# ysyx_22050598_cache_miss_ctrl

ysyx_22050598_cache_miss_ctrl/util_map.png
Bar = 20 um. The die is cut into 6 by 10 equal tiles; dark blue is low, red is high, 0 to 100% covered.
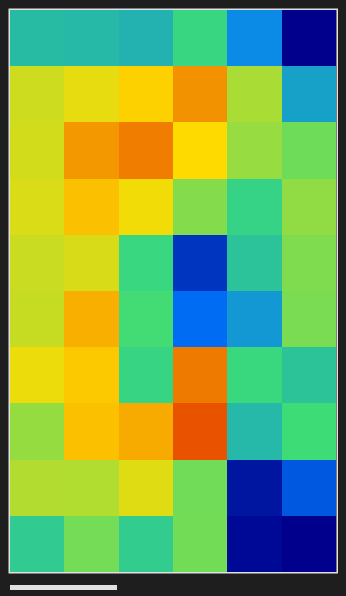

## src/rtl/ysyx_22050598_cache_miss_ctrl.sv

```systemverilog
// D-cache miss sequencer: picks the LRU victim, writes it back when dirty, refills the line,
// and records the refilled way. Shares the single LRU write port with hit-path touches.
module ysyx_22050598_cache_miss_ctrl #(
    parameter int unsigned SET_W = 6,
    parameter int unsigned WAY_W = 2,
    parameter int unsigned TAG_W = 21
) (
    input  logic             clk,
    input  logic             rst,
    input  logic             miss_valid,
    output logic             miss_ready,
    input  logic [SET_W-1:0] miss_set,
    input  logic [TAG_W-1:0] miss_tag,
    output logic             miss_done,
    output logic [WAY_W-1:0] miss_way,
    input  logic             hit_valid,
    output logic             hit_ready,
    input  logic [SET_W-1:0] hit_set,
    input  logic [WAY_W-1:0] hit_way,
    output logic             lru_wen,
    output logic [SET_W-1:0] lru_set_index,
    output logic [WAY_W-1:0] lru_way_i,
    input  logic [WAY_W-1:0] lru_way_o,
    output logic [SET_W-1:0] vic_set,
    output logic [WAY_W-1:0] vic_way,
    input  logic             vic_valid,
    input  logic             vic_dirty,
    input  logic [TAG_W-1:0] vic_tag,
    output logic             wb_valid,
    input  logic             wb_ready,
    output logic [TAG_W-1:0] wb_tag,
    input  logic             wb_done,
    output logic             rf_valid,
    input  logic             rf_ready,
    output logic [TAG_W-1:0] rf_tag,
    input  logic             rf_done,
    output logic             busy
);
    typedef enum logic [2:0] {
        StIdle, StVictim, StWbReq, StWbWait, StRfReq, StRfWait, StUpdate
    } state_e;

    state_e           state_q, state_d;
    logic [SET_W-1:0] set_q, set_d;
    logic [TAG_W-1:0] tag_q, tag_d;
    logic [WAY_W-1:0] way_q, way_d;
    logic [TAG_W-1:0] vtag_q, vtag_d;

    always_ff @(posedge clk) begin
        if (rst) begin
            state_q <= StIdle;
            set_q   <= '0;
            tag_q   <= '0;
            way_q   <= '0;
            vtag_q  <= '0;
        end else begin
            state_q <= state_d;
            set_q   <= set_d;
            tag_q   <= tag_d;
            way_q   <= way_d;
            vtag_q  <= vtag_d;
        end
    end

    always_comb begin
        state_d       = state_q;
        set_d         = set_q;
        tag_d         = tag_q;
        way_d         = way_q;
        vtag_d        = vtag_q;
        miss_ready    = 1'b0;
        miss_done     = 1'b0;
        wb_valid      = 1'b0;
        rf_valid      = 1'b0;
        lru_wen       = 1'b0;
        lru_set_index = hit_set;
        lru_way_i     = hit_way;
        // VICTIM and UPDATE own the LRU port; hits stall there.
        hit_ready     = !rst && (state_q != StVictim) && (state_q != StUpdate);

        unique case (state_q)
            StIdle: begin
                miss_ready = !rst;
                if (miss_valid) begin
                    set_d   = miss_set;
                    tag_d   = miss_tag;
                    state_d = StVictim;
                end
            end
            StVictim: begin
                lru_set_index = set_q;
                way_d         = lru_way_o;
                vtag_d        = vic_tag;
                state_d       = (vic_valid && vic_dirty) ? StWbReq : StRfReq;
            end
            StWbReq: begin
                wb_valid = 1'b1;
                if (wb_ready) state_d = StWbWait;
            end
            StWbWait: begin
                if (wb_done) state_d = StRfReq;
            end
            StRfReq: begin
                rf_valid = 1'b1;
                if (rf_ready) state_d = StRfWait;
            end
            StRfWait: begin
                if (rf_done) state_d = StUpdate;
            end
            StUpdate: begin
                lru_wen       = 1'b1;
                lru_set_index = set_q;
                lru_way_i     = way_q;
                miss_done     = 1'b1;
                state_d       = StIdle;
            end
            default: state_d = StIdle;
        endcase

        if (hit_valid && hit_ready) begin
            lru_wen       = 1'b1;
            lru_set_index = hit_set;
            lru_way_i     = hit_way;
        end
    end

    assign vic_set  = set_q;
    assign vic_way  = lru_way_o;
    assign miss_way = way_q;
    assign wb_tag   = vtag_q;
    assign rf_tag   = tag_q;
    assign busy     = (state_q != StIdle);

endmodule

```

## config.mk

```make
export PLATFORM = sky130hd
export DESIGN_NAME = ysyx_22050598_cache_miss_ctrl
export DESIGN_NICKNAME = d
export VERILOG_FILES = /design/src/rtl/ysyx_22050598_cache_miss_ctrl.sv
export SDC_FILE = /design/constraint.sdc
export NUM_CORES = 1
export LEC_CHECK = 0
export CORE_AREA = 2 2 59 103
export DETAILED_ROUTE_END_ITERATION = 8
export DIE_AREA = 0 0 61 105
export PLACE_DENSITY = 0.84
export RECOVER_POWER = 100
export SLEW_MARGIN = 20
export SYNTH_ARGS = -nofsm -noshare
export SYNTH_HDL_FRONTEND = slang
export SYNTH_SLANG_ARGS = --single-unit
```

## constraint.sdc

```tcl
create_clock -name clk -period 5.4 [get_ports clk]
set_input_delay 1.62 -clock clk [delete_from_list [all_inputs] [get_ports clk]]
set_output_delay 1.62 -clock clk [all_outputs]
set_load 0.005 [all_outputs]
```

# output_port_monitor

$ cat src/rtl/output_port_monitor.sv
// Change-logging capture block for the CPU output port: every change of out_word
// is queued into a small FIFO that a host drains through a valid/ready handshake.
module output_port_monitor #(
  parameter int DATA_W = 16,
  parameter int DEPTH  = 4
) (
  input  logic                     clk,
  input  logic                     reset,
  input  logic [DATA_W-1:0]        out_word,
  input  logic                     capture_en,
  output logic [DATA_W-1:0]        host_data,
  output logic                     host_valid,
  input  logic                     host_ready,
  output logic [$clog2(DEPTH):0]   fifo_count,
  output logic                     overflow,
  input  logic                     clear_overflow
);

  localparam int PTR_W = $clog2(DEPTH);
  localparam int CNT_W = PTR_W + 1;

  localparam logic [PTR_W-1:0] PTR_ONE  = PTR_W'(1);
  localparam logic [CNT_W-1:0] CNT_ONE  = CNT_W'(1);
  localparam logic [CNT_W-1:0] CNT_FULL = CNT_W'(DEPTH);

  logic [DATA_W-1:0] prev;
  logic [DATA_W-1:0] mem [DEPTH];
  logic [PTR_W-1:0]  wptr;
  logic [PTR_W-1:0]  rptr;
  logic [CNT_W-1:0]  count;
  logic              overflow_q;

  logic change;
  logic push_req;
  logic pop;
  logic full;
  logic push;
  logic drop;

  always_comb begin
    change   = (out_word != prev);
    push_req = capture_en & change;
    pop      = host_valid & host_ready;
    full     = (count == CNT_FULL);
    // A pop in the same cycle frees the slot, so a full FIFO can still accept.
    push     = push_req & (~full | pop);
    drop     = push_req & full & ~pop;
  end

  // Control state: pointers, occupancy, sticky overflow and the change reference.
  always_ff @(posedge clk) begin
    if (!reset) begin
      prev       <= '0;
      wptr       <= '0;
      rptr       <= '0;
      count      <= '0;
      overflow_q <= 1'b0;
    end else begin
      prev <= out_word;
      if (push) wptr <= wptr + PTR_ONE;
      if (pop)  rptr <= rptr + PTR_ONE;
      case ({push, pop})
        2'b10:   count <= count + CNT_ONE;
        2'b01:   count <= count - CNT_ONE;
        default: count <= count;
      endcase
      // A drop wins over a simultaneous clear so no lost word goes unreported.
      if (drop)
        overflow_q <= 1'b1;
      else if (clear_overflow)
        overflow_q <= 1'b0;
    end
  end

  // Payload storage carries no reset; stale entries are never visible past count.
  always_ff @(posedge clk) begin
    if (reset && push)
      mem[wptr] <= out_word;
  end

  always_comb begin
    host_valid = (count != '0);
    host_data  = host_valid ? mem[rptr] : '0;
    fifo_count = count;
    overflow   = overflow_q;
  end

endmodule

$ cat config.mk
export PLATFORM = sky130hd
export DESIGN_NAME = output_port_monitor
export DESIGN_NICKNAME = d
export VERILOG_FILES = /design/src/rtl/output_port_monitor.sv
export SDC_FILE = /design/constraint.sdc
export NUM_CORES = 1
export LEC_CHECK = 0
export CELL_PAD_IN_SITES_DETAIL_PLACEMENT = 0
export CELL_PAD_IN_SITES_GLOBAL_PLACEMENT = 1
export CORE_MARGIN = 2
export CORE_UTILIZATION = 50
export CTS_BUF_LIST = sky130_fd_sc_hd__clkbuf_8
export DETAILED_ROUTE_END_ITERATION = 6
export DONT_BUFFER_PORTS = 1
export PLACE_DENSITY_LB_ADDON = 0.1
export SLEW_MARGIN = 20
export SYNTH_ARGS = -nofsm -noshare
export SYNTH_HDL_FRONTEND = slang
export SYNTH_SLANG_ARGS = --single-unit
$ cat constraint.sdc
create_clock -name clk -period 2.7 [get_ports clk]
set_clock_uncertainty 0.05 [all_clocks]
set_input_delay 0.54 -clock clk [delete_from_list [all_inputs] [get_ports clk]]
set_output_delay 0.54 -clock clk [all_outputs]
set_load 0.005 [all_outputs]
ysyx_22050598_cache_miss_ctrl/class_map.png
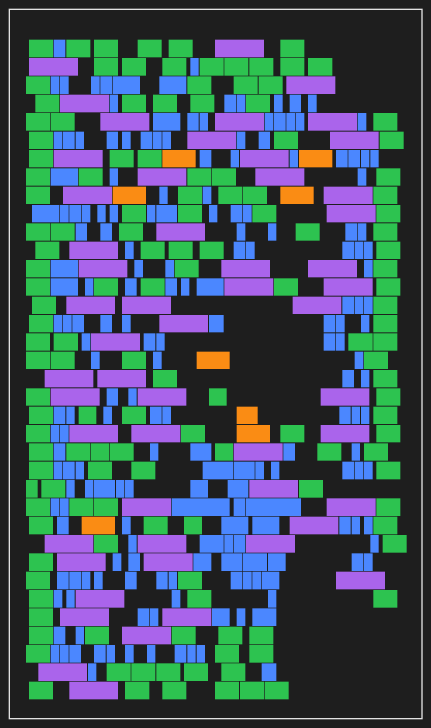
orange -> clock drivers and dummy loads  # cells 8
green -> remaining buffers and delay cells  # cells 139
purple -> registers  # cells 53
blue -> remaining logic cells  # cells 192

About ysyx_22050598_cache_miss_ctrl/util_map.png:
nearly empty tiles = 5.0%
tiles over 75% full = 20%
fullest tile = 91%
emptiest ninth of the die = lower right
mean over tiles = 55%
starting density of the core: 39.3%
placeable core region: 5540 sq um
core utilization of the finished layout: 65.3%

==> run notes, ysyx_22050598_cache_miss_ctrl <==
Implementation summary

The multi-input combinational gate total is 187. Setup repair after global routing left no endpoint under its margin. The TritonCTS clock tree is done. The most frequent cell after synthesis is nand2_1.

The flow ran to the end, and the final reports show no timing, DRC or antenna violations. The count of buffers added on input and output ports is 134. The deepest level of the CTS H-tree is 2. After synthesis, the mean cell area works out to 8.19 sq um. The synthesized instance count is 266. met2 track demand over resource after global routing is 37.6%. The number of hold violations in the final report is 0. The power in combinational cells is 611 uW. The clock period minus final worst setup slack is 4.50 ns. Of the total power, the clock network draws 17.6%.

The total area of multi-input combinational cells is 963 sq um. Routing resource usage on met3 recorded by global route was 7.43%. Per the timing report, the most critical flop-to-flop path originates at state_q[1]. The main area contributors are dfxtp_1, nand2_1, a21oi_1.

The report lists the cells along the critical path as clkdlybuf4s50_1 -> mux2_2 -> dlygate4sd3_1. The final-layout clock-cell area share is 2.91%. The worst hold path begins at rf_tag[3].

The met1 global-route usage is 22.3%. For this run the detailed placement stage logged an HPWL of 4.91 mm. The group drawing the most power is combinational logic.
## ysyx_22050598_cache_miss_ctrl: layer usage
| layer | vias to the layer above | routed length [um] | share of wire, % |
|---|---|---|---|
| li1 | 1124 | - | - |
| met1 | 1041 | 2370 | 36 |
| met2 | 102 | 3480 | 53 |
| met3 | 14 | 552 | 8.4 |
| met4 | 0 | 140 | 2.1 |
| met5 | - | 0 | 0 |
## ysyx_22050598_cache_miss_ctrl: cell families (layout without fill, tap and decap cells)
group	count (synthesis)	after routing	share of synthesized area, %
compound gates	61	61	16.1
simple gates	116	116	22.7
mux	10	10	5.63
buf+inv	26	152	6.89
flops	53	53	48.7
## ysyx_22050598_cache_miss_ctrl: cells in the final DEF (no fill, tap or decap), types with 2 or more instances in the layout
master             n
inv_1              5
o21ai_0            2
clkbuf_8           7
a31o_2             2
buf_4              5
mux2_2             8
nor2_1             4
a21oi_1           49
nand2_1          101
dlygate4sd3_1     89
o221a_2            2
clkdlybuf4s50_1   44
nor3b_1            2
dfxtp_1           53
## ysyx_22050598_cache_miss_ctrl: state kept, by name, summed over array words and instances, names as in the netlist
register	flops
vic_set	6
state_q	3
rf_tag	21
wb_tag	21
miss_way	2
output_port_monitor/route_heat.png
Bar = 20 um. The die is cut into 18 by 18 equal tiles; dark blue is low, red is high, scaled to the fullest tile. Values are wire area over tile area, all layers added.
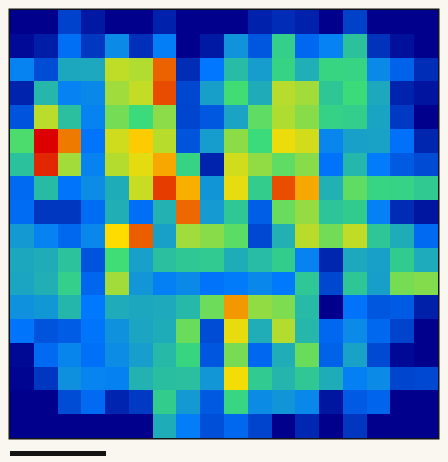
tiles over half the peak = 20%
densest ninth of the die = centre
mean over tiles = 0.13
nearly empty tiles = 11%
vias after detailed routing: 1827
per-cell routed wire length: 18.8 um

output_port_monitor/sizing.png
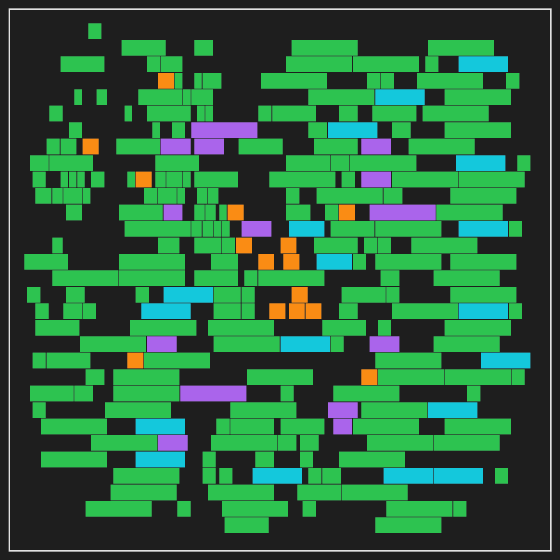
orange -> x3 and x4  # cells 15, share 6.1%
cyan -> x2  # cells 18, share 7.3%
green -> x1 and smaller  # cells 200, share 81%
purple -> x6 and larger  # cells 14, share 5.7%

==> run notes, output_port_monitor <==
Implementation summary

The flow ran to the end, and the final reports show no timing, DRC or antenna violations. The most frequent cell after synthesis is edfxtp_1. For met1 alone, demand over resource in global routing was 21.9%. The area fraction in full adders, half adders and majority gates is 1.93%. The number of stages on the worst hold path is 0. TritonCTS built the clock tree.

The post-route antenna net violation count is 0. The xor and xnor area share after synthesis is 4.55%. The total standard cell area after synthesis is 3630 sq um. The share of the core filled with cells in the final layout is 56.7%.

The total design power is 3.54 mW. After legalization and detailed placement, the total HPWL measured 4.35 mm. The violation tally recorded at the end of detailed-routing iteration 0 is 92.

The endpoint identified for the worst register-to-register timing path is fifo_count[1]. Counting distinct cell types in the post-synthesis netlist gives 34. After detailed routing, the total wire length is 6.50 mm. The number of hold violations in the final report is 0. The global routing report lists met2 layer usage as 30.4%. STA classifies the critical path endpoint as a flop.

The analysis attributes to cell leakage a power of 1.37 nW. The fraction of layout cells with a size suffix above 1 is 19.0%. The synthesized net count is 256. The cell taking the most area after synthesis is edfxtp_1. The multiplexer share of the synthesized area is 10.8%. The worst-case IR drop observed on VDD is 0.528 mV. Once synthesis finished, the tally of register bits stood at 90. As reported, the later end of the worst-skew pair has a clock insertion delay of 0.35 ns.
output_port_monitor: cell type report:
class	instances	area, sq um	area share, %
repair buffers	13	97.6	2.41
well taps	99	124	3.06
multi-input cells	125	1120	27.8
flip-flops and latches	90	2440	60.4
clock buffers	9	124	3.06
inverters	3	11.3	0.278
clock inverters	7	123	3.03
output_port_monitor: worst max-delay path, delay by kind of cell (launching register included):
family                   cells  cell delay (ns)
AND-OR/OR-AND                2             0.78
XOR/XNOR                     1             0.18
adder cells (fa/ha/maj)      1             0.44
flip-flops                   1             0.32
multiplexers                 1             0.07
AND/OR/NAND/NOR              3             0.40
output_port_monitor: state kept, by name, summed over array words and instances (netlist names), named ones only:
| register | cells |
|---|---|
| mem | 64 |
| prev | 16 |
| wptr | 2 |
| rptr | 2 |
| fifo_count | 3 |
| overflow | 1 |
output_port_monitor: where the power goes:
part / internal [mW] / switching, mW / total [mW]
combinational: 0.392 / 0.407 / 0.799
sequential: 1.57 / 0.0749 / 1.65
clock: 0.621 / 0.473 / 1.09
total: 2.58 / 0.954 / 3.54

## Gallery

Track usage over the die.
(a)
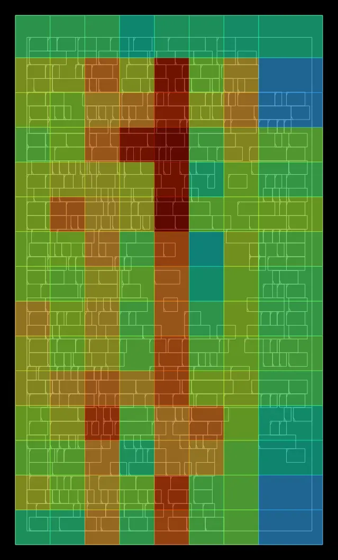
(b)
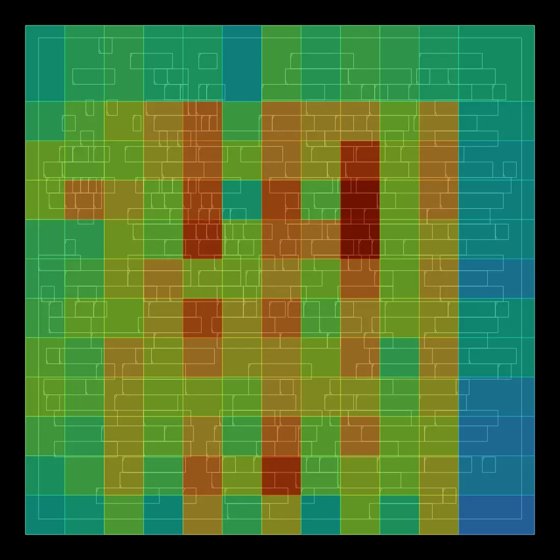
ysyx_22050598_cache_miss_ctrl -> (a)
output_port_monitor -> (b)


Power is estimated from default activity; no workload was simulated.
